# ---- seg_decode ----
## config.mk

```make
export PLATFORM = sky130hd
export DESIGN_NAME = seg_decode
export DESIGN_NICKNAME = d
export VERILOG_FILES = /design/src/rtl/seg_pkg.sv /design/src/rtl/seg_pat_lut.sv /design/src/rtl/seg_decode.sv
export SDC_FILE = /design/constraint.sdc
export NUM_CORES = 1
export LEC_CHECK = 0
export CORE_MARGIN = 8
export CORE_UTILIZATION = 38
export CTS_BUF_LIST = sky130_fd_sc_hd__clkbuf_2
export CTS_CLUSTER_SIZE = 16
export DETAILED_ROUTE_END_ITERATION = 10
export REMOVE_ABC_BUFFERS = 1
export SYNTH_ARGS = -nofsm -noshare
export SYNTH_HDL_FRONTEND = slang
export SYNTH_SLANG_ARGS = --single-unit
```

## constraint.sdc

```tcl
create_clock -name clk -period 2.1 [get_ports clk]
set_input_delay 0.42 -clock clk [delete_from_list [all_inputs] [get_ports clk]]
set_output_delay 0.42 -clock clk [all_outputs]
set_load 0.01 [all_outputs]
```

## src/rtl/seg_pkg.sv

```systemverilog
// Shared constants for the seven-segment decoder: segment patterns
// (pat[7:1] order a..g), FSM state encoding and the default debounce depth.
// The hex patterns are only consulted when SEG_DECODE_HEX_EN is defined.
package seg_pkg;

  localparam int STABLE_CYCLES_DEF = 4;

  localparam logic [6:0] PAT_0 = 7'b1111110;
  localparam logic [6:0] PAT_1 = 7'b0110000;
  localparam logic [6:0] PAT_2 = 7'b1101101;
  localparam logic [6:0] PAT_3 = 7'b1111001;
  localparam logic [6:0] PAT_4 = 7'b0110011;
  localparam logic [6:0] PAT_5 = 7'b1011011;
  localparam logic [6:0] PAT_6 = 7'b1011111;
  localparam logic [6:0] PAT_7 = 7'b1110000;
  localparam logic [6:0] PAT_8 = 7'b1111111;
  localparam logic [6:0] PAT_9 = 7'b1111011;

  localparam logic [6:0] PAT_A = 7'b1110111;
  localparam logic [6:0] PAT_B = 7'b0011111;
  localparam logic [6:0] PAT_C = 7'b1001110;
  localparam logic [6:0] PAT_D = 7'b0111101;
  localparam logic [6:0] PAT_E = 7'b1001111;
  localparam logic [6:0] PAT_F = 7'b1000111;

  typedef enum logic [0:0] {
    ST_IDLE = 1'b0,
    ST_HOLD = 1'b1
  } seg_state_e;

endpackage

```

## src/rtl/seg_pat_lut.sv

```systemverilog
// Combinational segment-pattern lookup: active-high a..g -> {hit, blank, value}.
// Define SEG_DECODE_HEX_EN to also recognise A..F (values 10..15).
module seg_pat_lut
  import seg_pkg::*;
(
  input  logic [6:0] pat7,
  output logic       hit,
  output logic       blank,
  output logic [3:0] value
);

  // Map the lit segments to a digit; anything unlisted is a miss.
  always_comb begin
    hit   = 1'b1;
    blank = 1'b0;
    value = 4'd0;
    case (pat7)
      PAT_0: value = 4'd0;
      PAT_1: value = 4'd1;
      PAT_2: value = 4'd2;
      PAT_3: value = 4'd3;
      PAT_4: value = 4'd4;
      PAT_5: value = 4'd5;
      PAT_6: value = 4'd6;
      PAT_7: value = 4'd7;
      PAT_8: value = 4'd8;
      PAT_9: value = 4'd9;
`ifdef SEG_DECODE_HEX_EN
      PAT_A: value = 4'd10;
      PAT_B: value = 4'd11;
      PAT_C: value = 4'd12;
      PAT_D: value = 4'd13;
      PAT_E: value = 4'd14;
      PAT_F: value = 4'd15;
`endif
      7'b0000000: begin
        hit   = 1'b0;
        blank = 1'b1;
      end
      default: hit = 1'b0;
    endcase
  end

endmodule

```

## src/rtl/seg_decode.sv

```systemverilog
// Debounced seven-segment pattern decoder with a one-deep valid/ready output.
// A pattern must be seen STABLE_CYCLES consecutive samples and differ from
// the last accepted pattern before it is reported. Hex digits A..F are
// decoded only when SEG_DECODE_HEX_EN is defined; otherwise they are errors.
//
// state   | meaning
// IDLE    | no digit pending, o_valid = 0
// HOLD    | digit pending in o_digit/o_dp, waiting for i_ready
module seg_decode
  import seg_pkg::*;
#(
  parameter int STABLE_CYCLES = STABLE_CYCLES_DEF
) (
  input  logic       clk,
  input  logic       rst_n,
  input  logic [7:0] i_seg,
  input  logic       i_ready,
  output logic       o_valid,
  output logic [3:0] o_digit,
  output logic       o_dp,
  output logic       o_err,
  output logic [7:0] o_err_cnt,
  output logic       o_ovf
);

  localparam logic [7:0] STABLE_MAX = 8'(STABLE_CYCLES);

  logic [7:0] s_reg;
  logic [7:0] last_acc;
  logic [7:0] stable_cnt;
  logic [7:0] cnt_nxt;
  logic       accept;
  logic       hit;
  logic       blank;
  logic [3:0] value;
  logic       acc_valid;
  logic       acc_err;

  seg_state_e state, state_nxt;
  logic [3:0] digit_nxt;
  logic       dp_nxt;
  logic       ovf_nxt;

  // Decode the sample being registered this edge so acceptance lands on
  // the same edge that completes the stability run.
  seg_pat_lut u_lut (
    .pat7  (~i_seg[7:1]),
    .hit   (hit),
    .blank (blank),
    .value (value)
  );

  // Stability run length and the "becomes STABLE_CYCLES" acceptance test.
  always_comb begin
    cnt_nxt = stable_cnt;
    if (i_seg != s_reg) begin
      cnt_nxt = 8'd1;
    end else if (stable_cnt < STABLE_MAX) begin
      cnt_nxt = stable_cnt + 8'd1;
    end
    accept    = (cnt_nxt == STABLE_MAX) &&
                ((stable_cnt != STABLE_MAX) || (i_seg != s_reg)) &&
                (i_seg != last_acc);
    acc_valid = accept && hit;
    acc_err   = accept && !hit && !blank;
  end

  // Sample register, run counter and last-accepted pattern.
  always_ff @(posedge clk) begin
    if (!rst_n) begin
      s_reg      <= 8'hFF;
      last_acc   <= 8'hFF;
      stable_cnt <= 8'd0;
    end else begin
      s_reg      <= i_seg;
      stable_cnt <= cnt_nxt;
      if (accept) begin
        last_acc <= i_seg;
      end
    end
  end

  // Next-state and pending-data logic; a new digit always wins over the old.
  always_comb begin
    state_nxt = state;
    digit_nxt = o_digit;
    dp_nxt    = o_dp;
    ovf_nxt   = o_ovf;
    case (state)
      ST_IDLE: begin
        if (acc_valid) begin
          state_nxt = ST_HOLD;
          digit_nxt = value;
          dp_nxt    = ~i_seg[0];
        end
      end
      ST_HOLD: begin
        if (acc_valid) begin
          digit_nxt = value;
          dp_nxt    = ~i_seg[0];
          if (!i_ready) begin
            ovf_nxt = 1'b1;
          end
        end else if (i_ready) begin
          state_nxt = ST_IDLE;
        end
      end
      default: state_nxt = ST_IDLE;
    endcase
  end

  // FSM state and pending digit registers.
  always_ff @(posedge clk) begin
    if (!rst_n) begin
      state   <= ST_IDLE;
      o_digit <= 4'd0;
      o_dp    <= 1'b0;
      o_ovf   <= 1'b0;
    end else begin
      state   <= state_nxt;
      o_digit <= digit_nxt;
      o_dp    <= dp_nxt;
      o_ovf   <= ovf_nxt;
    end
  end

  // Error pulse and saturating error counter.
  always_ff @(posedge clk) begin
    if (!rst_n) begin
      o_err     <= 1'b0;
      o_err_cnt <= 8'd0;
    end else begin
      o_err <= acc_err;
      if (acc_err && (o_err_cnt != 8'hFF)) begin
        o_err_cnt <= o_err_cnt + 8'd1;
      end
    end
  end

  assign o_valid = (state == ST_HOLD);

endmodule

```

# ---- serial_subtractor ----
===== config.mk =====
export PLATFORM = sky130hd
export DESIGN_NAME = serial_subtractor
export DESIGN_NICKNAME = d
export VERILOG_FILES = /design/src/rtl/sub_pkg.sv /design/src/rtl/full_subtractor.sv /design/src/rtl/half_subtractor.sv /design/src/rtl/serial_subtractor.sv
export SDC_FILE = /design/constraint.sdc
export NUM_CORES = 1
export LEC_CHECK = 0
export ABC_AREA = 1
export CAP_MARGIN = 20
export CORE_MARGIN = 5
export CORE_UTILIZATION = 40
export DETAILED_ROUTE_END_ITERATION = 8
export GPL_TIMING_DRIVEN = 1
export SETUP_SLACK_MARGIN = 0.4
export SKIP_LAST_GASP = 1
export SLEW_MARGIN = 20
export SYNTH_ARGS = -nofsm -noshare
export SYNTH_HDL_FRONTEND = slang
export SYNTH_SLANG_ARGS = --single-unit

===== constraint.sdc =====
create_clock -name clk -period 2.1 [get_ports clk]
set_input_delay 0.525 -clock clk [delete_from_list [all_inputs] [get_ports clk]]
set_output_delay 0.525 -clock clk [all_outputs]
set_load 0.03 [all_outputs]

===== src/rtl/sub_pkg.sv =====
// -----------------------------------------------------------------------------
// sub_pkg
// Definitions shared by the serial subtractor files:
//   - DEFAULT_WIDTH : default operand/result width in bits
//   - state_e       : controller state encoding (IDLE / RUN / DONE)
// -----------------------------------------------------------------------------
package sub_pkg;

  localparam int unsigned DEFAULT_WIDTH = 8;

  typedef enum logic [1:0] {
    IDLE = 2'b00,
    RUN  = 2'b01,
    DONE = 2'b10
  } state_e;

endpackage : sub_pkg


===== src/rtl/full_subtractor.sv =====
// -----------------------------------------------------------------------------
// full_subtractor
// One-bit full subtractor computing a - b - bin. It is built from two chained
// half subtractors: the first forms a - b, and the second subtracts bin from
// that partial difference. At most one stage can borrow, so an OR is enough to
// merge the two borrows.
// Ports:
//   a    : minuend bit
//   b    : subtrahend bit
//   bin  : borrow in
//   d    : difference bit
//   bout : borrow out
// -----------------------------------------------------------------------------
module full_subtractor (
  input  logic a,
  input  logic b,
  input  logic bin,
  output logic d,
  output logic bout
);

  logic d_ab;
  logic bout_ab;
  logic bout_bin;

  half_subtractor u_hs_ab (
    .a    (a),
    .b    (b),
    .d    (d_ab),
    .bout (bout_ab)
  );

  half_subtractor u_hs_bin (
    .a    (d_ab),
    .b    (bin),
    .d    (d),
    .bout (bout_bin)
  );

  assign bout = bout_ab | bout_bin;

endmodule : full_subtractor


===== src/rtl/half_subtractor.sv =====
// -----------------------------------------------------------------------------
// half_subtractor
// One-bit half subtractor computing a - b with no borrow input.
// Ports:
//   a    : minuend bit
//   b    : subtrahend bit
//   d    : difference bit (a ^ b)
//   bout : borrow out (set when a=0 and b=1)
// -----------------------------------------------------------------------------
module half_subtractor (
  input  logic a,
  input  logic b,
  output logic d,
  output logic bout
);

  assign d    = a ^ b;
  assign bout = ~a & b;

endmodule : half_subtractor


===== src/rtl/serial_subtractor.sv =====
// -----------------------------------------------------------------------------
// serial_subtractor
// Bit-serial subtractor that computes a - b, starting from the least
// significant bit. It processes one bit per clock through a full subtractor
// and a registered borrow. A start/done handshake controls each operation.
// Parameters:
//   WIDTH      : operand/result width in bits (2..32)
// Ports:
//   clk        : rising-edge clock
//   rst        : asynchronous active-high reset
//   start      : request; sampled only in IDLE
//   a, b       : minuend / subtrahend; captured on the accepted start edge
//   busy       : high while an operation is shifting (RUN)
//   done       : one-cycle pulse; diff/borrow_out hold the new result
//   diff       : a - b modulo 2^WIDTH
//   borrow_out : set when a < b (unsigned underflow)
// -----------------------------------------------------------------------------
module serial_subtractor
  import sub_pkg::*;
#(
  parameter int unsigned WIDTH = DEFAULT_WIDTH
) (
  input  logic             clk,
  input  logic             rst,
  input  logic             start,
  input  logic [WIDTH-1:0] a,
  input  logic [WIDTH-1:0] b,
  output logic             busy,
  output logic             done,
  output logic [WIDTH-1:0] diff,
  output logic             borrow_out
);

  localparam int unsigned    CNT_W    = $clog2(WIDTH);
  localparam logic [CNT_W-1:0] LAST_BIT = CNT_W'(WIDTH - 1);

  state_e state_q, state_d;

  logic [WIDTH-1:0] a_q, a_d;          // minuend shift register
  logic [WIDTH-1:0] b_q, b_d;          // subtrahend shift register
  logic [WIDTH-1:0] res_q, res_d;      // result shift register, filled from MSB
  logic             bin_q, bin_d;      // borrow carried between bits
  logic [CNT_W-1:0] cnt_q, cnt_d;      // index of the bit being processed
  logic [WIDTH-1:0] diff_q, diff_d;
  logic             borrow_out_q, borrow_out_d;

  logic fs_d;
  logic fs_bout;
  logic last_bit;

  full_subtractor u_fs (
    .a    (a_q[0]),
    .b    (b_q[0]),
    .bin  (bin_q),
    .d    (fs_d),
    .bout (fs_bout)
  );

  assign last_bit = (cnt_q == LAST_BIT);

  // ---------------------------------------------------------------------------
  // FSM: state register
  // ---------------------------------------------------------------------------
  // NOTE: all flops use non-blocking assignments, so every register samples
  // the values that were current before the edge, whatever the block order.
  always_ff @(posedge clk or posedge rst) begin
    if (rst) begin
      state_q <= IDLE;
    end else begin
      state_q <= state_d;
    end
  end

  // ---------------------------------------------------------------------------
  // FSM: next-state logic
  // ---------------------------------------------------------------------------
  // NOTE: each combinational output gets a default first. This means no path
  // leaves it unassigned, which would otherwise infer a latch.
  always_comb begin
    state_d = state_q;
    unique case (state_q)
      IDLE:    if (start) state_d = RUN;
      RUN:     if (last_bit) state_d = DONE;
      DONE:    state_d = IDLE;
      default: state_d = IDLE;
    endcase
  end

  // ---------------------------------------------------------------------------
  // FSM: outputs
  // ---------------------------------------------------------------------------
  always_comb begin
    busy = 1'b0;
    done = 1'b0;
    unique case (state_q)
      RUN:     busy = 1'b1;
      DONE:    done = 1'b1;
      default: ;
    endcase
  end

  // ---------------------------------------------------------------------------
  // Datapath next-state
  // ---------------------------------------------------------------------------
  always_comb begin
    a_d          = a_q;
    b_d          = b_q;
    res_d        = res_q;
    bin_d        = bin_q;
    cnt_d        = cnt_q;
    diff_d       = diff_q;
    borrow_out_d = borrow_out_q;

    unique case (state_q)
      IDLE: begin
        if (start) begin
          a_d   = a;
          b_d   = b;
          res_d = '0;
          bin_d = 1'b0;
          cnt_d = '0;
        end
      end
      RUN: begin
        a_d   = a_q >> 1;
        b_d   = b_q >> 1;
        res_d = {fs_d, res_q[WIDTH-1:1]};
        bin_d = fs_bout;
        if (last_bit) begin
          // This is the final bit. Publish the completed word together with
          // the final borrow. The counter stops at WIDTH-1 and does not wrap.
          diff_d       = {fs_d, res_q[WIDTH-1:1]};
          borrow_out_d = fs_bout;
        end else begin
          cnt_d = cnt_q + CNT_W'(1);
        end
      end
      default: ;
    endcase
  end

  // NOTE: the shift registers are reset along with the control flops. After
  // reset, every internal value is defined and the reset state can be
  // observed.
  always_ff @(posedge clk or posedge rst) begin
    if (rst) begin
      a_q          <= '0;
      b_q          <= '0;
      res_q        <= '0;
      bin_q        <= 1'b0;
      cnt_q        <= '0;
      diff_q       <= '0;
      borrow_out_q <= 1'b0;
    end else begin
      a_q          <= a_d;
      b_q          <= b_d;
      res_q        <= res_d;
      bin_q        <= bin_d;
      cnt_q        <= cnt_d;
      diff_q       <= diff_d;
      borrow_out_q <= borrow_out_d;
    end
  end

  assign diff       = diff_q;
  assign borrow_out = borrow_out_q;

endmodule : serial_subtractor


serial_subtractor/placement.png
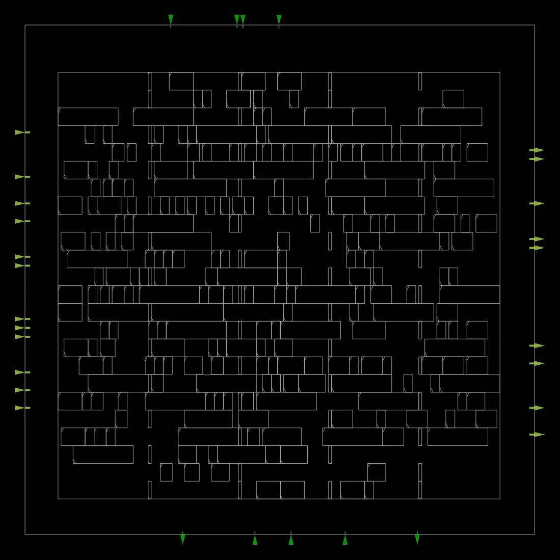
flop count: 38
core region area: 0.00441 mm^2
Tapcell Cnt: 52
Final Core Density: 52.3%

==> results.tsv, serial_subtractor <==
stage	metric	value	unit
cts	clk buf depth	2	
timing	post-layout min period	1.67	ns
setup_path	R2R setup slack	0.62	ns
synthesis	Synth top cells by count	nand2_1, dfrtp_1, nand3_1	
finish	Biggest Area Class	registers	
setup_path	Startpoint Class	register	
placed_design	Post-DP Area	0.00215	mm^2
timing	slew margin rel.	68.0	%
hold_path	Min-Delay Endpoint	diff[7]	
cts	Reg clk slew, reported paths	0.07	ns
synthesis	xor/xnor share	0	%
timing	worst-margin pin slew	0.481	ns
global_routing	first-pass GRT wire length	6.61	mm
timing	RSZ-0062 raised after global routing	no	
finish	nonclk buf count	36	
detailed_routing	Vias per Instance	4.73	
timing	Final setup violation count	0	
synthesis	yosys aoi share	8.60	%
global_routing	initial antenna violation count	0	
cts	CTS tree	yes	
pwr	total power	3.55	mW
cts	TritonCTS Sinks	38	
synthesis	biggest area cells	dfrtp_1, nand2_1, o21ai_2	
synthesis	Synth area leader	dfrtp_1	
outcome	outcome	complete, no violations	
pwr	Peak VDD IR	0.000580	V
detailed_routing	post-route ant nets	0	
run	max cap viols	0	
detailed_routing	Pre-Repair DR Iteration Count	4	
synthesis	Largest type area fraction	51.5	%
global_routing	vias in the first global route	1465	
finish	antenna cells	0	
detailed_routing	WL/cell	12.4	um
floorplan	Die Wd	78.0	um
global_routing	GRT Overall Usage	13.6	%
cts	clk ins delay skew pair	0.30	ns
pwr	Comb group	1.56	mW
global_routing	GR Overflow Total	0	
pwr	Net Sw Frac	39.7	%
detailed_routing	drc violations	0	
setup_path	Worst R2R End	a_q[0]	
pwr	Flop pwr share	34.2	%
## serial_subtractor: worst max-delay path, stage by stage (launching register included)
cell and delay, ns:
dfrtp_1 0.41, buf_4 0.15, nor2_2 0.09, clkbuf_2 0.20
## serial_subtractor: metal layers
metal | GRT usage [%] | vias to the layer above
met5 | 0 | -
li1 | - | 721
met4 | 6.59 | 0
met3 | 4.05 | 9
met1 | 16.8 | 640
met2 | 21.5 | 35
## serial_subtractor: timing repair
item | CTS | global route
setup endpoints to repair | 11 | 2
setup buffers | 2 | 1
pin swaps | 1 | 0
gates resized | 13 | 3
seg_decode/placement_by_type.png
(4 px per um)
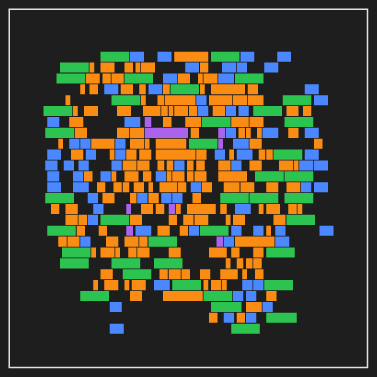
| color | class | cells | share of their area |
|---|---|---|---|
| green | flops | 40 | 28% |
| purple | clock drivers and dummy loads | 8 | 2.2% |
| blue | other buffers and delay cells | 76 | 23% |
| orange | combinational and other logic | 168 | 47% |
Final Cell Area: 0.00298 mm^2
flop share of the area: 27.0%

==> results.tsv, seg_decode <==
stage	metric	value	unit
synthesis	Largest type area fraction	39.3	%
cts	TritonCTS Buffers	5	
synthesis	top-count cell post-synth	dfxtp_1	
timing	Slew Limit Fails	0	
pwr	Net Sw Frac	24.9	%
global_routing	GR Util met1	17.8	%
setup_path	worst r2r src	stable_cnt[6]	
global_routing	pin count of the biggest net entering global routing	20	
synthesis	share of flip-flops with an asynchronous set or reset	0	%
synthesis	most common flop cell mapped by yosys	dfxtp_1	
floorplan	fp util	39.6	%
hold_path	Hold Path Stages	2	
timing	worst-margin pin slew	0.746	ns
timing	worst hold slack	0.474	ns
detailed_routing	routed wl met3	190	um
timing	worst setup margin	-0.0792	ns
detailed_routing	drt first-iter violations	89	
timing	Final setup violation count	6	
setup_path	Critical path destination	o_err_cnt[6]	
global_routing	vias in the first global route	1778	
synthesis	Synth area leader	dfxtp_1	
outcome	outcome	complete, but fails checks	
detailed_routing	WL/cell	13.9	um
detailed_routing	drc violations	0	
detailed_routing	routed via count	1801	
finish	layout cells sized above 1	31.8	%
cts	clk buf depth	2	
pwr	Flop pwr share	55.2	%
detailed_routing	highest routed layer	met4	
outcome	failing checks	negative setup slack	
synthesis	yosys warning tally	0	
pwr	Logic pwr share	12.6	%
pwr	power per cell area	471	mW/mm^2
floorplan	DIE AREA	0.00795	mm^2
hold_path	hold_sp	o_digit[3]	
finish	nets@finish	305	
global_routing	initial antenna violation count	0	
timing	RSZ-0062 raised after global routing	yes	
global_routing	GR Util met3	2.76	%
run	max cap viols	0	
timing	total negative slack	-0.229	ns
synthesis	MUX share of area	6.88	%
floorplan	Die Y	89.2	um
pwr	Clk power	0.450	mW
detailed_routing	Vias per Instance	4.98	
pwr	Comb group	0.177	mW
setup_path	reg2reg path depth	6	
pwr	total power	1.40	mW
pwr	Max power group	registers	
global_routing	first-pass GRT wire length	8.52	mm
detailed_routing	post-route ant nets	0	
placed_design	I/O Buffers	26	
placed_design	pre-CTS setup slack	-0.692	ns
global_routing	GRT Overall Usage	13.5	%
pwr	Int Power	1.05	mW
synthesis	Post-synth EDFFs	0	
hold_path	Hold Crit Class	register to register	
synthesis	yosys aoi share	12.5	%
cts	htree depth	2	
finish	Final Core Density	57.9	%
seg_decode: layout make-up:
class	count	area (um^2)
repair buffers	76	664
multi-input cells	163	1340
well taps	70	87.6
clock buffers	5	25.0
flip-flops and latches	40	803
fillers	485	2160
inverters	5	18.8
clock inverters	3	37.5
seg_decode: what timing repair did:
| item | 4_1_cts | 5_1_grt |
|---|---|---|
| buffers inserted | 1 | 4 |
| setup endpoints to repair | 22 | 23 |
| pin swaps | 17 | 9 |
| gates cloned | 1 | 0 |
| gates resized | 31 | 18 |
| hold buffers | 0 | 0 |

# ---- pixel_gen_flat ----
pixel_gen_flat/placement_by_type.png
(6 px per um)
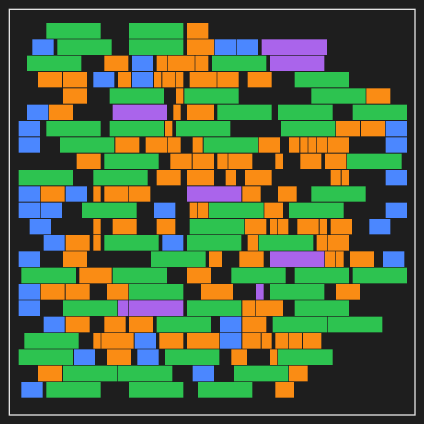

$ cat config.mk
export PLATFORM = sky130hd
export DESIGN_NAME = pixel_gen_flat
export DESIGN_NICKNAME = d
export VERILOG_FILES = /design/src/rtl/pixel_gen_if.sv /design/src/rtl/pixel_gen.sv /design/src/flat_wrapper.sv
export SDC_FILE = /design/constraint.sdc
export NUM_CORES = 1
export LEC_CHECK = 0
export CORE_UTILIZATION = 55
export CTS_BUF_LIST = sky130_fd_sc_hd__clkbuf_16
export CTS_CLUSTER_DIAMETER = 30
export CTS_CLUSTER_SIZE = 8
export DETAILED_ROUTE_END_ITERATION = 16
export PLACE_DENSITY = 0.83
export SYNTH_ARGS = -nofsm -noshare
export SYNTH_HDL_FRONTEND = slang
export SYNTH_SLANG_ARGS = --single-unit
$ cat constraint.sdc
create_clock -name clk -period 3.4 [get_ports clk]
set_input_delay 0.51 -clock clk [delete_from_list [all_inputs] [get_ports clk]]
set_output_delay 0.51 -clock clk [all_outputs]
set_load 0.01 [all_outputs]
$ cat src/rtl/pixel_gen_if.sv
// Signal bundle between the text-mode timing/VRAM/font side and the pixel generator.
// The master side drives timing, VRAM and font data; the slave (pixel_gen) returns font address and pixels.
interface pixel_gen_if;
  logic        vActive;
  logic        hBeginActive;
  logic        hEndActive;
  logic [3:0]  vCount;
  logic        vSync;
  logic [7:0]  vramData;
  logic [11:0] fontAddr;
  logic [7:0]  fontData;
  logic [3:0]  pixColor;
  logic        pixValid;

  modport master (
    output vActive, hBeginActive, hEndActive, vCount, vSync, vramData, fontData,
    input  fontAddr, pixColor, pixValid
  );

  modport slave (
    input  vActive, hBeginActive, hEndActive, vCount, vSync, vramData, fontData,
    output fontAddr, pixColor, pixValid
  );
endinterface

$ cat src/rtl/pixel_gen.sv
// Text-mode pixel generator: fetches char/attr per 8-cycle cell, looks up the font row,
// and serializes 8 pixels MSB first as a 4-bit color index with optional per-character blink.
module pixel_gen #(
  parameter int BLINK_LOG2 = 5
) (
  input logic clk,
  input logic rst,
  pixel_gen_if.slave pg
);

  logic                active;
  logic [2:0]          count;
  logic [7:0]          charReg;
  logic [7:0]          attrReg;
  logic [7:0]          fontReg;
  logic [7:0]          shiftReg;
  logic [3:0]          fgReg;
  logic [2:0]          bgReg;
  logic                blinkReg;
  logic [2:0]          shiftCnt;
  logic                valid;
  logic [BLINK_LOG2:0] frameCnt;
  logic                vSyncD;

  logic load;
  logic blinkPhase;
  logic fgOn;

  // A cell completing at count 7 loads the shifter, even when the line ends on that cycle.
  assign load       = active && (count == 3'd7);
  assign blinkPhase = frameCnt[BLINK_LOG2];
  assign pg.fontAddr = {charReg, pg.vCount};

  // Stage 0: cell fetch (character, attribute, font row)
  always_ff @(posedge clk or posedge rst) begin
    if (rst) begin
      active  <= 1'b0;
      count   <= 3'd0;
      charReg <= 8'd0;
      attrReg <= 8'd0;
      fontReg <= 8'd0;
    end else if (!active) begin
      if (pg.hBeginActive && pg.vActive) begin
        active <= 1'b1;
        count  <= 3'd0;
      end
    end else begin
      if (pg.hEndActive) begin
        active <= 1'b0;
      end else begin
        count <= count + 3'd1;
      end
      case (count)
        3'd2:    charReg <= pg.vramData;
        3'd5:    fontReg <= pg.fontData;
        3'd6:    attrReg <= pg.vramData;
        default: ;
      endcase
    end
  end

  // Stage 1: pixel serializer
  always_ff @(posedge clk or posedge rst) begin
    if (rst) begin
      shiftReg <= 8'd0;
      fgReg    <= 4'd0;
      bgReg    <= 3'd0;
      blinkReg <= 1'b0;
      shiftCnt <= 3'd0;
      valid    <= 1'b0;
    end else if (load) begin
      shiftReg <= fontReg;
      fgReg    <= attrReg[3:0];
      bgReg    <= attrReg[6:4];
      blinkReg <= attrReg[7];
      shiftCnt <= 3'd0;
      valid    <= 1'b1;
    end else if (valid) begin
      shiftReg <= {shiftReg[6:0], 1'b0};
      shiftCnt <= shiftCnt + 3'd1;
      if (shiftCnt == 3'd7) begin
        valid <= 1'b0;
      end
    end
  end

  // Frame counter advances on each falling edge of the active-low vertical sync.
  always_ff @(posedge clk or posedge rst) begin
    if (rst) begin
      vSyncD   <= 1'b0;
      frameCnt <= '0;
    end else begin
      vSyncD <= pg.vSync;
      if (vSyncD && !pg.vSync) begin
        frameCnt <= frameCnt + 1'b1;
      end
    end
  end

  always_comb begin
    fgOn        = shiftReg[7] && !(blinkReg && blinkPhase);
    pg.pixValid = valid;
    pg.pixColor = 4'd0;
    if (valid) begin
      pg.pixColor = fgOn ? fgReg : {1'b0, bgReg};
    end
  end

endmodule

$ cat src/flat_wrapper.sv
// flat-port wrapper written by rule: the top's interface ports become plain ports
module pixel_gen_flat 
#(
  parameter int BLINK_LOG2 = 5
)
  (clk, rst, pg_vActive, pg_hBeginActive, pg_hEndActive, pg_vCount, pg_vSync, pg_vramData, pg_fontData, pg_fontAddr, pg_pixColor, pg_pixValid);
  pixel_gen_if pg_i ();
  input logic clk;
  input logic rst;
  input wire logic [$bits(pg_i.vActive)-1:0] pg_vActive;
  input wire logic [$bits(pg_i.hBeginActive)-1:0] pg_hBeginActive;
  input wire logic [$bits(pg_i.hEndActive)-1:0] pg_hEndActive;
  input wire logic [$bits(pg_i.vCount)-1:0] pg_vCount;
  input wire logic [$bits(pg_i.vSync)-1:0] pg_vSync;
  input wire logic [$bits(pg_i.vramData)-1:0] pg_vramData;
  input wire logic [$bits(pg_i.fontData)-1:0] pg_fontData;
  output wire logic [$bits(pg_i.fontAddr)-1:0] pg_fontAddr;
  output wire logic [$bits(pg_i.pixColor)-1:0] pg_pixColor;
  output wire logic [$bits(pg_i.pixValid)-1:0] pg_pixValid;
  assign pg_i.vActive = pg_vActive;
  assign pg_i.hBeginActive = pg_hBeginActive;
  assign pg_i.hEndActive = pg_hEndActive;
  assign pg_i.vCount = pg_vCount;
  assign pg_i.vSync = pg_vSync;
  assign pg_i.vramData = pg_vramData;
  assign pg_i.fontData = pg_fontData;
  assign pg_fontAddr = pg_i.fontAddr;
  assign pg_pixColor = pg_i.pixColor;
  assign pg_pixValid = pg_i.pixValid;
  pixel_gen #(.BLINK_LOG2(BLINK_LOG2)) u_core (.clk(clk), .rst(rst), .pg(pg_i));
endmodule
# ---- timed_event_scheduler ----
$ cat config.mk
export PLATFORM = sky130hd
export DESIGN_NAME = timed_event_scheduler
export DESIGN_NICKNAME = d
export VERILOG_FILES = /design/src/rtl/tes_pkg.sv /design/src/rtl/tes_event_fifo.sv /design/src/rtl/timed_event_scheduler.sv
export SDC_FILE = /design/constraint.sdc
export NUM_CORES = 2
export LEC_CHECK = 0
export ABC_AREA = 1
export CELL_PAD_IN_SITES_DETAIL_PLACEMENT = 0
export CELL_PAD_IN_SITES_GLOBAL_PLACEMENT = 1
export CORE_MARGIN = 3
export CORE_UTILIZATION = 51
export CTS_CLUSTER_SIZE = 25
export DETAILED_ROUTE_END_ITERATION = 12
export GPL_ROUTABILITY_DRIVEN = 0
export PLACE_DENSITY_LB_ADDON = 0.3
export SYNTH_ARGS = -nofsm -noshare
export SYNTH_HDL_FRONTEND = slang
export SYNTH_SLANG_ARGS = --single-unit
$ cat constraint.sdc
create_clock -name s_axi_aclk -period 10.3 [get_ports s_axi_aclk]
set_input_delay 1.545 -clock s_axi_aclk [delete_from_list [all_inputs] [get_ports s_axi_aclk]]
set_output_delay 1.545 -clock s_axi_aclk [all_outputs]
set_load 0.01 [all_outputs]
$ cat src/rtl/tes_pkg.sv
// Shared types and default sizes for the timed event scheduler.
package tes_pkg;

  localparam int TES_DATA_WIDTH = 32;
  localparam int TES_FIFO_DEPTH = 16;

  typedef enum logic [1:0] {
    IDLE = 2'd0,
    WAIT = 2'd1,
    FIRE = 2'd2
  } tes_state_t;

  // Layout of one buffered event at the default payload width
  typedef struct packed {
    logic [63:0]               timestamp;
    logic [TES_DATA_WIDTH-1:0] data;
  } tes_event_t;

endpackage

$ cat src/rtl/tes_event_fifo.sv
// First-word-fall-through event FIFO: rd_data always shows the oldest entry.
module tes_event_fifo #(
  parameter  int WIDTH = 96,
  parameter  int DEPTH = 16,
  localparam int AW    = $clog2(DEPTH)
) (
  input  logic             s_axi_aclk,
  input  logic             s_axi_aresetn,
  input  logic             clear,
  input  logic             wr_en,
  input  logic [WIDTH-1:0] wr_data,
  input  logic             rd_en,
  output logic [WIDTH-1:0] rd_data,
  output logic             full,
  output logic             empty,
  output logic [AW:0]      level
);

  logic [WIDTH-1:0] mem [DEPTH];
  logic [AW:0]      wr_ptr;
  logic [AW:0]      rd_ptr;
  logic [AW:0]      ptr_one;

  assign ptr_one = {{AW{1'b0}}, 1'b1};

  // Pointers carry one extra wrap bit so full and empty are distinguishable
  always_ff @(posedge s_axi_aclk) begin
    if (!s_axi_aresetn || clear) begin
      wr_ptr <= '0;
      rd_ptr <= '0;
    end else begin
      if (wr_en && !full)  wr_ptr <= wr_ptr + ptr_one;
      if (rd_en && !empty) rd_ptr <= rd_ptr + ptr_one;
    end
  end

  // Storage array; contents are don't-care until written, so no reset
  always_ff @(posedge s_axi_aclk) begin
    if (wr_en && !full) mem[wr_ptr[AW-1:0]] <= wr_data;
  end

  assign rd_data = mem[rd_ptr[AW-1:0]];
  assign level   = wr_ptr - rd_ptr;
  assign empty   = (wr_ptr == rd_ptr);
  assign full    = (wr_ptr[AW] != rd_ptr[AW]) && (wr_ptr[AW-1:0] == rd_ptr[AW-1:0]);

endmodule

$ cat src/rtl/timed_event_scheduler.sv
// Timed event scheduler: buffers timestamped events and releases each one
// once the free-running counter reaches its timestamp.
// Optional build macro TES_LATE_DROP_EN: late events are discarded instead
// of released (late_count still counts them, out_late is tied low).
module timed_event_scheduler
  import tes_pkg::*;
#(
  parameter int DATA_WIDTH = TES_DATA_WIDTH,
  parameter int FIFO_DEPTH = TES_FIFO_DEPTH,
  parameter int LVL_W      = $clog2(FIFO_DEPTH) + 1
) (
  input  logic                  s_axi_aclk,
  input  logic                  s_axi_aresetn,
  input  logic [63:0]           counter,
  input  logic                  auto_start,
  input  logic                  flush,
  input  logic                  in_valid,
  output logic                  in_ready,
  input  logic [63:0]           in_timestamp,
  input  logic [DATA_WIDTH-1:0] in_data,
  output logic                  out_valid,
  input  logic                  out_ready,
  output logic [DATA_WIDTH-1:0] out_data,
  output logic                  out_late,
  output logic [LVL_W-1:0]      fifo_level,
  output logic [31:0]           late_count
);

  localparam int AW = $clog2(FIFO_DEPTH);
  localparam int EW = 64 + DATA_WIDTH;
  localparam logic [LVL_W-1:0] DEPTH_LVL = LVL_W'(FIFO_DEPTH);

  tes_state_t            state_q;
  tes_state_t            state_d;
  logic                  head_valid;
  logic                  head_checked;
  logic [63:0]           head_ts;
  logic [DATA_WIDTH-1:0] head_data;
  logic [EW-1:0]         fifo_rd_data;
  logic                  fifo_full;
  logic                  fifo_empty;
  logic [AW:0]           fifo_count;
  logic                  push;
  logic                  load_head;
  logic                  pop_head;
  logic                  fire_done;
  logic                  drop_late;
  logic                  check_now;
  logic                  is_late;
  logic                  on_time;
  logic                  count_late;

  assign is_late    = counter > head_ts;
  assign on_time    = counter >= head_ts;
  assign fifo_level = LVL_W'(fifo_count) + LVL_W'(head_valid);

  // Capacity counts the head register too, so "full" means FIFO_DEPTH events total
  assign in_ready  = s_axi_aresetn && !flush && !fifo_full && (fifo_level < DEPTH_LVL);
  assign push      = in_valid && in_ready;
  assign pop_head  = fire_done || drop_late;
  assign load_head = (!head_valid || pop_head) && !fifo_empty && !flush;
  assign out_valid = (state_q == FIRE);
  assign out_data  = head_data;

  tes_event_fifo #(
    .WIDTH (EW),
    .DEPTH (FIFO_DEPTH)
  ) u_fifo (
    .s_axi_aclk    (s_axi_aclk),
    .s_axi_aresetn (s_axi_aresetn),
    .clear         (flush),
    .wr_en         (push),
    .wr_data       ({in_timestamp, in_data}),
    .rd_en         (load_head),
    .rd_data       (fifo_rd_data),
    .full          (fifo_full),
    .empty         (fifo_empty),
    .level         (fifo_count)
  );

  // State register
  always_ff @(posedge s_axi_aclk) begin
    if (!s_axi_aresetn) state_q <= IDLE;
    else                state_q <= state_d;
  end

  // Next state plus the per-cycle release/drop/check strobes
  always_comb begin
    state_d   = state_q;
    fire_done = 1'b0;
    drop_late = 1'b0;
    check_now = 1'b0;
    case (state_q)
      IDLE: begin
        if (head_valid && auto_start) state_d = WAIT;
      end
      WAIT: begin
        if (!auto_start) begin
          state_d = IDLE;
        end else begin
          check_now = !head_checked;
`ifdef TES_LATE_DROP_EN
          if (check_now && is_late) begin
            drop_late = 1'b1;
            state_d   = fifo_empty ? IDLE : WAIT;
          end else if (on_time) begin
            state_d = FIRE;
          end
`else
          if (on_time) state_d = FIRE;
`endif
        end
      end
      FIRE: begin
        if (out_ready) begin
          fire_done = 1'b1;
          state_d   = (!fifo_empty && auto_start) ? WAIT : IDLE;
        end
      end
      default: state_d = IDLE;
    endcase
    if (flush) state_d = IDLE;
  end

  // Head register: refills from the FIFO whenever empty or being released
  always_ff @(posedge s_axi_aclk) begin
    if (!s_axi_aresetn || flush) begin
      head_valid   <= 1'b0;
      head_checked <= 1'b0;
      head_ts      <= '0;
      head_data    <= '0;
    end else if (load_head) begin
      head_valid   <= 1'b1;
      head_checked <= 1'b0;
      head_ts      <= fifo_rd_data[EW-1:DATA_WIDTH];
      head_data    <= fifo_rd_data[DATA_WIDTH-1:0];
    end else if (pop_head) begin
      head_valid   <= 1'b0;
      head_checked <= 1'b0;
    end else if (check_now) begin
      head_checked <= 1'b1;
    end
  end

`ifdef TES_LATE_DROP_EN
  assign out_late   = 1'b0;
  assign count_late = drop_late;
`else
  logic late_q;

  // Lateness is judged once, on the first enabled compare cycle of each head
  always_ff @(posedge s_axi_aclk) begin
    if (!s_axi_aresetn || flush) late_q <= 1'b0;
    else if (check_now)          late_q <= is_late;
  end

  assign out_late   = late_q;
  assign count_late = fire_done && late_q;
`endif

  // Saturating late-event counter; survives flush, cleared only by reset
  always_ff @(posedge s_axi_aclk) begin
    if (!s_axi_aresetn) begin
      late_count <= '0;
    end else if (count_late && (late_count != 32'hFFFF_FFFF)) begin
      late_count <= late_count + 32'd1;
    end
  end

endmodule

# ---- pc_next_unit ----
**config.mk**
```make
export PLATFORM = sky130hd
export DESIGN_NAME = pc_next_unit
export DESIGN_NICKNAME = d
export VERILOG_FILES = /design/src/rtl/pc_next_unit.sv
export SDC_FILE = /design/constraint.sdc
export NUM_CORES = 1
export LEC_CHECK = 0
export ABC_CLOCK_PERIOD_IN_PS = 7400
export CORE_ASPECT_RATIO = 1.5
export CORE_UTILIZATION = 45
export DETAILED_ROUTE_END_ITERATION = 10
export GPL_ROUTABILITY_DRIVEN = 1
export PLACE_DENSITY = 0.87
export REMOVE_ABC_BUFFERS = 1
export SLEW_MARGIN = 20
export SYNTH_ARGS = -nofsm -noshare
export SYNTH_HDL_FRONTEND = slang
export SYNTH_SLANG_ARGS = --single-unit
```
**constraint.sdc**
```tcl
create_clock -name clk -period 7.4 [get_ports clk]
set_clock_uncertainty 0.2 [all_clocks]
set_input_delay 1.48 -clock clk [delete_from_list [all_inputs] [get_ports clk]]
set_output_delay 1.48 -clock clk [all_outputs]
set_load 0.02 [all_outputs]
```
**src/rtl/pc_next_unit.sv**
```systemverilog
// rtl/pc_next_unit.sv - next-PC select, PC/EPC registers and RUN/TRAP sequencing
// Optional macro PC_ALIGN_CHECK_EN: misaligned update targets enter the trap and flag sel_err.
module pc_next_unit #(
  parameter int unsigned          DATA_W       = 32,
  parameter logic [DATA_W-1:0]    RESET_VECTOR = '0,
  parameter logic [DATA_W-1:0]    EXC_VECTOR   = DATA_W'(32'h0000_00FC)
) (
  input  logic              clk,
  input  logic              reset,
  input  logic [2:0]        PCsource,
  input  logic [DATA_W-1:0] jump_in,
  input  logic [DATA_W-1:0] epc_in,
  input  logic [DATA_W-1:0] result_in,
  input  logic [DATA_W-1:0] ALU_out,
  input  logic              pc_write,
  input  logic              pc_write_cond,
  input  logic              zero,
  input  logic              exc_req,
  input  logic              err_clr,
  output logic [DATA_W-1:0] pc_out,
  output logic [DATA_W-1:0] EPC_out,
  output logic [DATA_W-1:0] next_pc,
  output logic              in_trap,
  output logic              sel_err
);

  typedef enum logic {RUN = 1'b0, TRAP = 1'b1} state_t;

  state_t      state;
  state_t      state_nxt;
  logic [DATA_W-1:0] pc_plus4;
  logic        upd;
  logic        legal;
  logic        misalign;
  logic        run;
  logic        trap_entry;
  logic        pc_load;
  logic        set_err;

  assign pc_plus4 = pc_out + DATA_W'(4);
  assign upd      = pc_write | (pc_write_cond & zero);
  assign legal    = (PCsource <= 3'd4);
  assign run      = (state == RUN);

  // Illegal selects fall back to the current PC so next_pc is always driven.
  always_comb begin
    next_pc = pc_out;
    case (PCsource)
      3'd0:    next_pc = jump_in;
      3'd1:    next_pc = epc_in;
      3'd2:    next_pc = result_in;
      3'd3:    next_pc = ALU_out;
      3'd4:    next_pc = pc_plus4;
      default: next_pc = pc_out;
    endcase
  end

`ifdef PC_ALIGN_CHECK_EN
  assign misalign = |next_pc[1:0];
`else
  assign misalign = 1'b0;
`endif

  // exc_req outranks any update; a misaligned update is promoted to a trap.
  assign trap_entry = run & (exc_req | (upd & legal & misalign));
  assign pc_load    = run & ~exc_req & upd & legal & ~misalign;
  assign set_err    = run & ~exc_req & upd & (~legal | misalign);

  always_ff @(posedge clk or negedge reset) begin
    if (!reset) state <= RUN;
    else        state <= state_nxt;
  end

  always_comb begin
    state_nxt = state;
    case (state)
      RUN:     if (trap_entry) state_nxt = TRAP;
      TRAP:    state_nxt = RUN;
      default: state_nxt = RUN;
    endcase
  end

  always_comb begin
    in_trap = (state == TRAP);
  end

  always_ff @(posedge clk or negedge reset) begin
    if (!reset) begin
      pc_out  <= RESET_VECTOR;
      EPC_out <= '0;
    end else if (trap_entry) begin
      EPC_out <= pc_out;
      pc_out  <= EXC_VECTOR;
    end else if (pc_load) begin
      pc_out  <= next_pc;
    end
  end

  // A set event wins over a simultaneous clear.
  always_ff @(posedge clk or negedge reset) begin
    if (!reset)       sel_err <= 1'b0;
    else if (set_err) sel_err <= 1'b1;
    else if (err_clr) sel_err <= 1'b0;
  end

endmodule

```
# ---- random_pool_reader ----
## config.mk

```make
export PLATFORM = sky130hd
export DESIGN_NAME = random_pool_reader
export DESIGN_NICKNAME = d
export VERILOG_FILES = /design/src/rtl/random_pool_reader.sv
export SDC_FILE = /design/constraint.sdc
export NUM_CORES = 1
export LEC_CHECK = 0
export CORE_UTILIZATION = 39
export CTS_CLUSTER_SIZE = 16
export DETAILED_ROUTE_END_ITERATION = 16
export PLACE_DENSITY_LB_ADDON = 0.08
export SLEW_MARGIN = 20
export SYNTH_ARGS = -nofsm -noshare
export SYNTH_HDL_FRONTEND = slang
export SYNTH_SLANG_ARGS = --single-unit
```

## constraint.sdc

```tcl
create_clock -name clock -period 22.7 [get_ports clock]
set_input_delay 6.81 -clock clock [delete_from_list [all_inputs] [get_ports clock]]
set_output_delay 6.81 -clock clock [all_outputs]
set_load 0.05 [all_outputs]
```

## src/rtl/random_pool_reader.sv

```systemverilog
// -----------------------------------------------------------------------------
// random_pool_reader
//
// Consumer side of the AC97 entropy pool. It watches the same sample_ready
// level the extractor edge-detects and counts fresh samples mixed into the
// pool since the last readout. On request it waits until the pool has been
// fully refreshed, snapshots it, and streams the snapshot out LSB-byte-first
// over a valid/ready byte interface.
//
// Ports:
//   clock        system clock
//   reset_n      synchronous, active-low reset
//   pool         live entropy pool from the extractor
//   sample_ready AC97 ready level (rising edge = one sample mixed in)
//   req          one-cycle pulse requesting a fresh pool readout
//   byte_data    current output byte (snapshot bits [7:0])
//   byte_valid   byte_data valid (high throughout SEND)
//   byte_ready   consumer accepts the byte when high together with byte_valid
//   busy         high while waiting for freshness or sending
//   done         one-cycle pulse after the last byte has been accepted
//   fresh        fresh-sample counter has reached MIN_FRESH
// -----------------------------------------------------------------------------
module random_pool_reader #(
  parameter int POOL_WIDTH = 256,
  parameter int MIN_FRESH  = 256,
  parameter int CNT_WIDTH  = 9
) (
  input  logic                  clock,
  input  logic                  reset_n,
  input  logic [POOL_WIDTH-1:0] pool,
  input  logic                  sample_ready,
  input  logic                  req,
  output logic [7:0]            byte_data,
  output logic                  byte_valid,
  input  logic                  byte_ready,
  output logic                  busy,
  output logic                  done,
  output logic                  fresh
);

  localparam int NUM_BYTES = POOL_WIDTH / 8;
  localparam int IDX_WIDTH = (NUM_BYTES > 1) ? $clog2(NUM_BYTES) : 1;

  localparam logic [CNT_WIDTH-1:0] FRESH_MAX = CNT_WIDTH'(MIN_FRESH);
  localparam logic [IDX_WIDTH-1:0] LAST_IDX  = IDX_WIDTH'(NUM_BYTES - 1);

  typedef enum logic [1:0] {
    ST_IDLE = 2'd0,
    ST_WAIT = 2'd1,
    ST_SEND = 2'd2
  } state_e;

  // ---------------------------------------------------------------------------
  // State
  // ---------------------------------------------------------------------------
  state_e                  state_q, state_d;
  logic                    ready_q, ready_d;
  logic [CNT_WIDTH-1:0]    cnt_q,   cnt_d;
  logic                    fresh_q, fresh_d;
  logic [IDX_WIDTH-1:0]    idx_q,   idx_d;
  logic                    done_q,  done_d;
  logic [POOL_WIDTH-1:0]   shift_q, shift_d;

  logic                    sample_edge;
  logic                    snapshot;

  // ---------------------------------------------------------------------------
  // Edge detect on the AC97 ready level; one rising edge = one mixed sample.
  // ---------------------------------------------------------------------------
  assign sample_edge = sample_ready & ~ready_q;
  assign ready_d     = sample_ready;

  // ---------------------------------------------------------------------------
  // Readout FSM and snapshot shift register
  // ---------------------------------------------------------------------------
  always_comb begin
    // NOTE: every signal gets a default before the case so no path leaves it
    // unassigned; otherwise synthesis would infer a latch.
    state_d  = state_q;
    shift_d  = shift_q;
    idx_d    = idx_q;
    done_d   = 1'b0;
    snapshot = 1'b0;

    unique case (state_q)
      ST_IDLE: begin
        if (req) begin
          if (fresh_q) begin
            snapshot = 1'b1;
            state_d  = ST_SEND;
          end else begin
            state_d  = ST_WAIT;
          end
        end
      end

      ST_WAIT: begin
        // Further requests are redundant here; only freshness matters.
        if (fresh_q) begin
          snapshot = 1'b1;
          state_d  = ST_SEND;
        end
      end

      ST_SEND: begin
        if (byte_ready) begin
          shift_d = shift_q >> 8;
          if (idx_q == LAST_IDX) begin
            idx_d   = '0;
            done_d  = 1'b1;
            state_d = ST_IDLE;
          end else begin
            idx_d   = idx_q + IDX_WIDTH'(1);
          end
        end
      end

      default: begin
        state_d = ST_IDLE;
      end
    endcase

    if (snapshot) begin
      shift_d = pool;
      idx_d   = '0;
    end
  end

  // ---------------------------------------------------------------------------
  // Fresh-sample counter. A sample arriving in the snapshot cycle is mixed by
  // the extractor after the copy was taken, so it already counts toward the
  // next readout.
  // ---------------------------------------------------------------------------
  always_comb begin
    cnt_d = cnt_q;
    if (snapshot) begin
      cnt_d = CNT_WIDTH'(sample_edge);
    end else if (sample_edge && (cnt_q != FRESH_MAX)) begin
      cnt_d = cnt_q + CNT_WIDTH'(1);
    end
    // Registered from the next count so fresh always matches the counter.
    fresh_d = (cnt_d == FRESH_MAX);
  end

  // ---------------------------------------------------------------------------
  // Registers
  // ---------------------------------------------------------------------------
  // NOTE: sequential state is updated with non-blocking assignments so every
  // flop samples the pre-edge value of every other flop.
  always_ff @(posedge clock) begin
    if (!reset_n) begin
      state_q <= ST_IDLE;
      ready_q <= 1'b0;
      cnt_q   <= '0;
      fresh_q <= 1'b0;
      idx_q   <= '0;
      done_q  <= 1'b0;
    end else begin
      state_q <= state_d;
      ready_q <= ready_d;
      cnt_q   <= cnt_d;
      fresh_q <= fresh_d;
      idx_q   <= idx_d;
      done_q  <= done_d;
    end
  end

  // NOTE: the snapshot register is a wide datapath that is always loaded
  // before it is observed and byte_data is gated outside SEND, so it carries
  // no reset.
  always_ff @(posedge clock) begin
    shift_q <= shift_d;
  end

  // ---------------------------------------------------------------------------
  // Outputs
  // ---------------------------------------------------------------------------
  assign byte_valid = (state_q == ST_SEND);
  assign byte_data  = byte_valid ? shift_q[7:0] : 8'h00;
  assign busy       = (state_q != ST_IDLE);
  assign done       = done_q;
  assign fresh      = fresh_q;

endmodule

```

pixel_gen_flat/layer_met1.png
(8 px per um) Supply wires on this layer in gray.
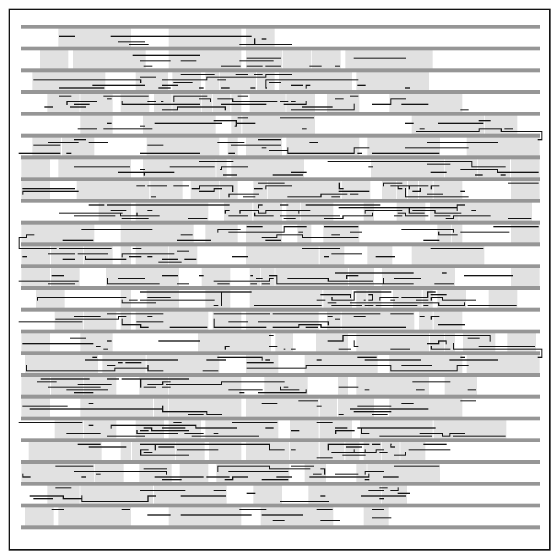
share of all routed wire: 41%
longest straight run: 18.4 um
nets with wire on the layer: 197
Total Routed Length: 4.27 mm
routed via count: 1390
GR Util met1: 26.3%

About pixel_gen_flat/placement_by_type.png:
| color | class | cells | share of their area |
|---|---|---|---|
| green | flops | 55 | 49% |
| orange | combinational and other logic | 105 | 33% |
| blue | other buffers and delay cells | 34 | 12% |
| purple | clock drivers and dummy loads | 8 | 5.9% |
flop share of the area: 48.3%
site row count: 23

==> results.tsv, pixel_gen_flat <==
stage	metric	value	unit
outcome	outcome	complete, no violations	
finish	number of clock buffers in the layout	5	
finish	number of logic gates	99	
pwr	Max power group	registers	
detailed_routing	post-route ant nets	0	
cts	Reg clk slew, reported paths	0.07	ns
setup_path	Worst EP required	2.89	ns
finish	Final Cell Area	0.00285	mm^2
synthesis	xor/xnor share	2.24	%
cts	Root Buffer	clkbuf_16	
setup_path	critical path launch point	u_core.frameCnt[5]	
cts	TritonCTS Buffers	5	
setup_path	Startpoint Class	register	
synthesis	Synth Instances	169	
synthesis	Simple Share, Synth	5.85	%
floorplan	DIE AREA	0.00454	mm^2
timing	Final setup violation count	0	
pixel_gen_flat: Yosys cell counts (all sizes together):
master / number
a21boi: 1
a21oi: 10
a31o: 1
and3: 2
and4: 1
buf: 8
clkbuf: 1
dfrtp: 55
ha: 7
inv: 6
mux2: 33
mux2i: 13
nand2: 3
nand2b: 1
nand3: 4
nand4: 2
nor2: 10
nor2b: 1
o21ai: 2
o22ai: 2
xnor2: 5
xor2: 1
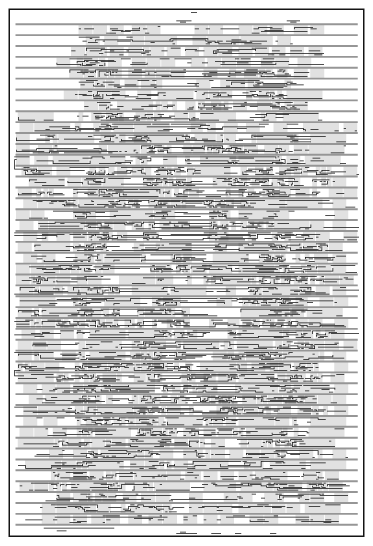
pc_next_unit/layer_met1.png
(4 px per um) Supply wires on this layer in gray.
longest straight run: 39.6 um
main direction: horizontal
share of all routed wire: 36%
GR Util met1: 43.4%
Total Routed Length: 20.7 mm
routed via count: 6087

==> results.tsv, pc_next_unit <==
stage	metric	value	unit
outcome	outcome	complete, no violations	
setup_path	Startpoint Class	input port	
finish	number of logic gates	494	
cts	htree depth	3	
pwr	Peak VDD IR	0.000143	V
synthesis	Synth top cells by count	nand2_1, dfrtp_1, o21ai_0	
global_routing	vias in the first global route	6163	
synthesis	most common flop cell mapped by yosys	dfrtp_1	
timing	total negative slack	0	ns
finish	most frequent cells in the layout	clkdlybuf4s50_1, nand2_1, dfrtp_1, o21ai_0, a21oi_1	
synthesis	#FFs+latches synth	66	
setup_path	slowest CP cell	clkinv_1	
timing	RSZ-0062 raised after global routing	no	
global_routing	GR Overflow Total	0	
floorplan	Tapcell Cnt	144	
placed_design	Placer Congestion	0.923	
synthesis	number of cells in Yosys stat	626	
setup_path	Worst Path Max Fanout	27	
synthesis	Chip Area, Yosys	0.00502	mm^2
hold_path	Min-Delay Endpoint	EPC_out[20]	
detailed_routing	wire length on met2	10.4	mm
floorplan	core region area	0.0107	mm^2
placed_design	dpl hpwl	14.8	mm
timing	worst-margin pin slew	1.17	ns
cts	Hold-fix buffers, CTS	0	
pwr	total power	1.56	mW
-- pc_next_unit: power by group --
group,leakage (nW),total [mW],internal [mW],switching [mW]
Combinational,2.15,0.574,0.277,0.297
Sequential,0.848,0.473,0.408,0.0648
Clock,0.176,0.511,0.346,0.165
-- pc_next_unit: per-stage QoR --
step / instances / hold WS [ns] / setup slack, ns
after CTS: 981 / 0.274 / 0.951
final: 981 / 0.274 / 0.808
after floorplan: 577 / 0.390 / 2.34
after global routing: 981 / 0.295 / 0.685
after global placement: 965 / 0.257 / 1.10
after detailed placement: 965 / 0.261 / 0.965
random_pool_reader/io_fan.png
(1.5 px per um)
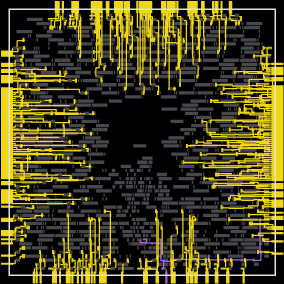
| color | port | direction | edge | end cells | buffers | wire |
|---|---|---|---|---|---|---|
| purple | `byte_valid` | output | south | 1 | 1 | 145 um |
| yellow | `pool` | input | 75 west, 72 east, 64 north, 45 south | 256 | 256 | 6640 um |
IO Count: 273
I/O Buffers: 272

==> results.tsv, random_pool_reader <==
stage	metric	value	unit
floorplan	Die Wd	176	um
finish	Final Core Density	53.3	%
detailed_routing	Total Routed Length	26.2	mm
global_routing	first-pass GRT wire length	40.6	mm
pwr	power per cell area	68.7	mW/mm^2
setup_path	endpoint type of the worst setup path	register	
setup_path	WP data arrival	10.05	ns
hold_path	Min-Delay Endpoint	idx_q[4]	
finish	Comb area	0.00351	mm^2
detailed_routing	highest routed layer	met5	
cts	TritonCTS Sinks	275	
setup_path	Crit Path Class	input port to register	
setup_path	critical path launch point	req	
pwr	Logic pwr share	4.7	%
pwr	clock share of power	45.3	%
cts	Hold-fix buffers, CTS	0	
setup_path	Crit path buffers/inverters	3	
outcome	outcome	complete, no violations	
floorplan	fp util	39.8	%
timing	RSZ-0062 raised after global routing	no	
cts	htree depth	1	
finish	ClkCell Share	6.34	%
floorplan	Die Y	176	um
synthesis	Synth Instances	1192	
synthesis	most common flop cell mapped by yosys	edfxtp_1	
pwr	total power	1.09	mW
setup_path	slowest stage delay, CP	0.71	ns
placed_design	Post-DP Area	0.0149	mm^2
setup_path	R2R setup slack	19.18	ns
finish	Filler Cell Count	2746	
synthesis	Largest logic family	simple AND/OR/NAND/NOR gates	
detailed_routing	Vias per Instance	4.61	
synthesis	MUX share of area	0	%
detailed_routing	routed via count	8583	
pwr	Peak VDD IR	0.0000480	V
finish	nonclk buf count	281	
synthesis	xor/xnor share	0.444	%
setup_path	Crit. path cell count	6	
synthesis	Mapped Nets	1457	
finish	max reg flops	256	
pwr	Clk power	0.495	mW
[random_pool_reader: cells in the mapped netlist (2+ instances only)]
library cell	instances	area (um^2)
nand2_1	756	2840
edfxtp_1	256	7690
clkbuf_1	38	143
buf_2	20	100
dfxtp_1	19	380
and2_1	18	113
nor2_1	15	56.3
a21oi_1	9	45.0
nand3_1	7	35.0
xnor2_1	5	43.8
ha_1	4	50.1
nor3_1	4	20.0
o21ai_0	4	20.0
inv_1	3	11.3
nor3b_1	3	22.5
a21boi_0	2	15.0
a31oi_1	2	12.5
and4_1	2	17.5
buf_6	2	22.5
timed_event_scheduler/layer_met1.png
(1 px per um) Supply wires on this layer in gray.
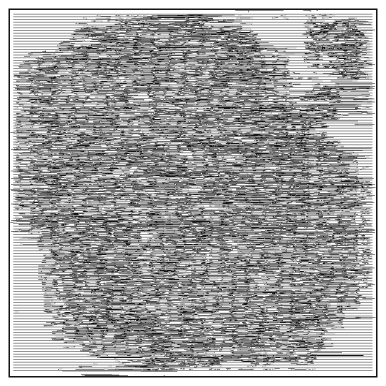
nets with wire on the layer: 5154
share of all routed wire: 42%
main direction: horizontal
longest straight run: 166 um
wire length on this layer: 74.8 mm
GR Util met1: 37.2%
routed via count: 42700

==> results.tsv, timed_event_scheduler <==
stage	metric	value	unit
outcome	outcome	complete, no violations	
global_routing	GR Util met3	5.22	%
pwr	Clk power	5.89	mW
pwr	total sequential power	7.47	mW
global_routing	pin count of the biggest net entering global routing	215	
pwr	P_sw	2.83	mW
finish	final cell count without fillers	7078	
synthesis	yosys aoi share	13.4	%
placed_design	dpl hpwl	95.3	mm
pwr	Int Power	11.0	mW
pwr	Net Sw Frac	20.5	%
floorplan	site row count	131	
synthesis	Yosys cell types	45	
cts	clk ins delay skew pair	0.79	ns
synthesis	top-count cell post-synth	edfxtp_1	
synthesis	Seq/Total Area, Yosys	74.2	%
timing	Final Hold Viols	0	
global_routing	GRT Overall Usage	26.3	%
detailed_routing	highest routed layer	met5	
## timed_event_scheduler: worst paths after layout
path	start	to	slack, ns
hold reg to reg	late_count[12]	late_count[12]	0.50
setup / recovery	s_axi_aresetn	in_ready	4.07
hold / removal	late_count[12]	late_count[12]	0.50
setup reg to reg	u_fifo.rd_ptr[2]	u_fifo.mem[4][90]	4.76
## timed_event_scheduler: area by class of cell
type                       count  area (um^2)
antenna                        5         12.5
clock buffer                 240         4710
clock inverter                73          602
fill                        9955        52800
inverter                     150          593
multi-input combinational   2903        15200
sequential                  1679        49000
tap                         1729         2160
timing repair buffer         299         2930


==> notes/layouts.md <==
Pictures saved along the way, in no particular order.

Cell classes on the final placement.
(a)
(2 px per um)
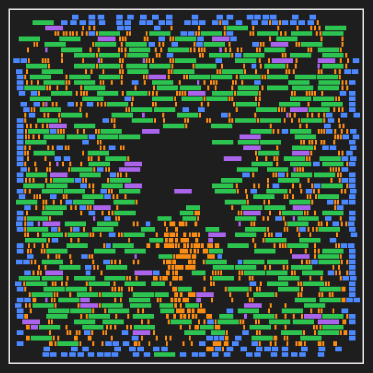
(b)
(1 px per um)
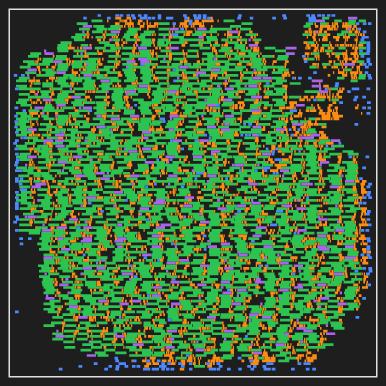
(c)
(3 px per um)
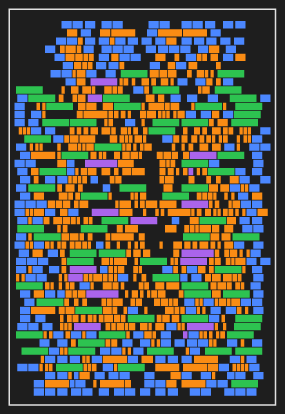
(d)
(4 px per um)
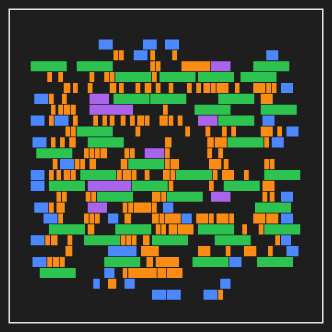
(d) is serial_subtractor.
(a) is random_pool_reader.
(c) is pc_next_unit.
(b) is timed_event_scheduler.
Of these, highest utilization: (c)
Of these, largest die: (b)


## Gallery

Local utilization.
picture 1
(1 px per um) The die is cut into 37 by 37 equal tiles; dark blue is low, red is high, 0 to 100% covered.
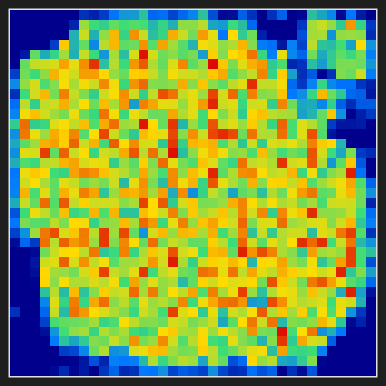
picture 2
(2 px per um) The die is cut into 18 by 18 equal tiles; dark blue is low, red is high, 0 to 100% covered.
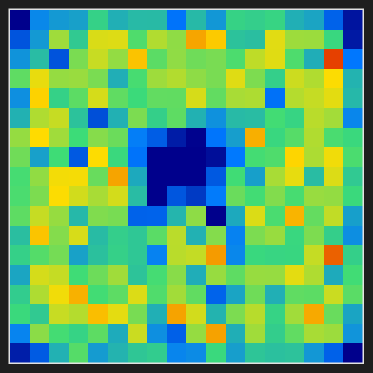
picture 3
(3 px per um) The die is cut into 9 by 13 equal tiles; dark blue is low, red is high, 0 to 100% covered.
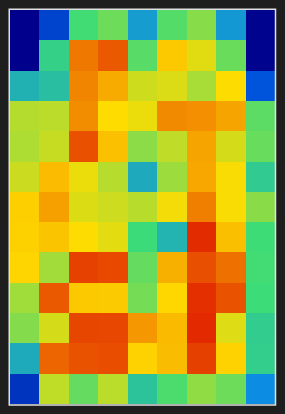
picture 4
(6 px per um) The die is cut into 7 by 7 equal tiles; dark blue is low, red is high, 0 to 100% covered.
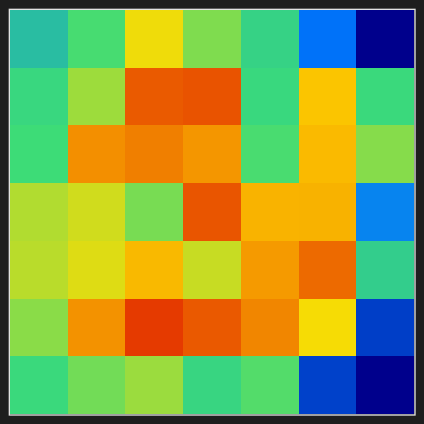
picture 5
(4 px per um) The die is cut into 9 by 9 equal tiles; dark blue is low, red is high, 0 to 100% covered.
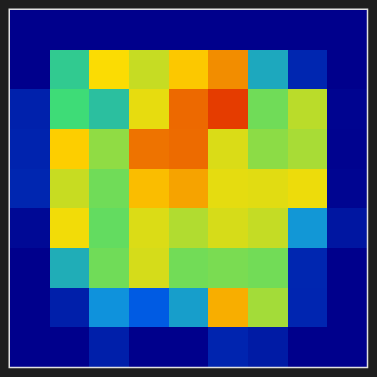
picture 6
(4 px per um) The die is cut into 8 by 8 equal tiles; dark blue is low, red is high, 0 to 100% covered.
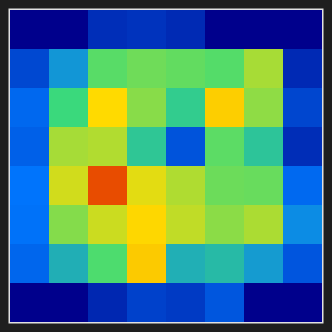
seg_decode: picture 5
pc_next_unit: picture 3
pixel_gen_flat: picture 4
timed_event_scheduler: picture 1
random_pool_reader: picture 2
serial_subtractor: picture 6
Of these, smallest die: picture 4

No activity file was given, so power comes from the tool's default toggle rates.
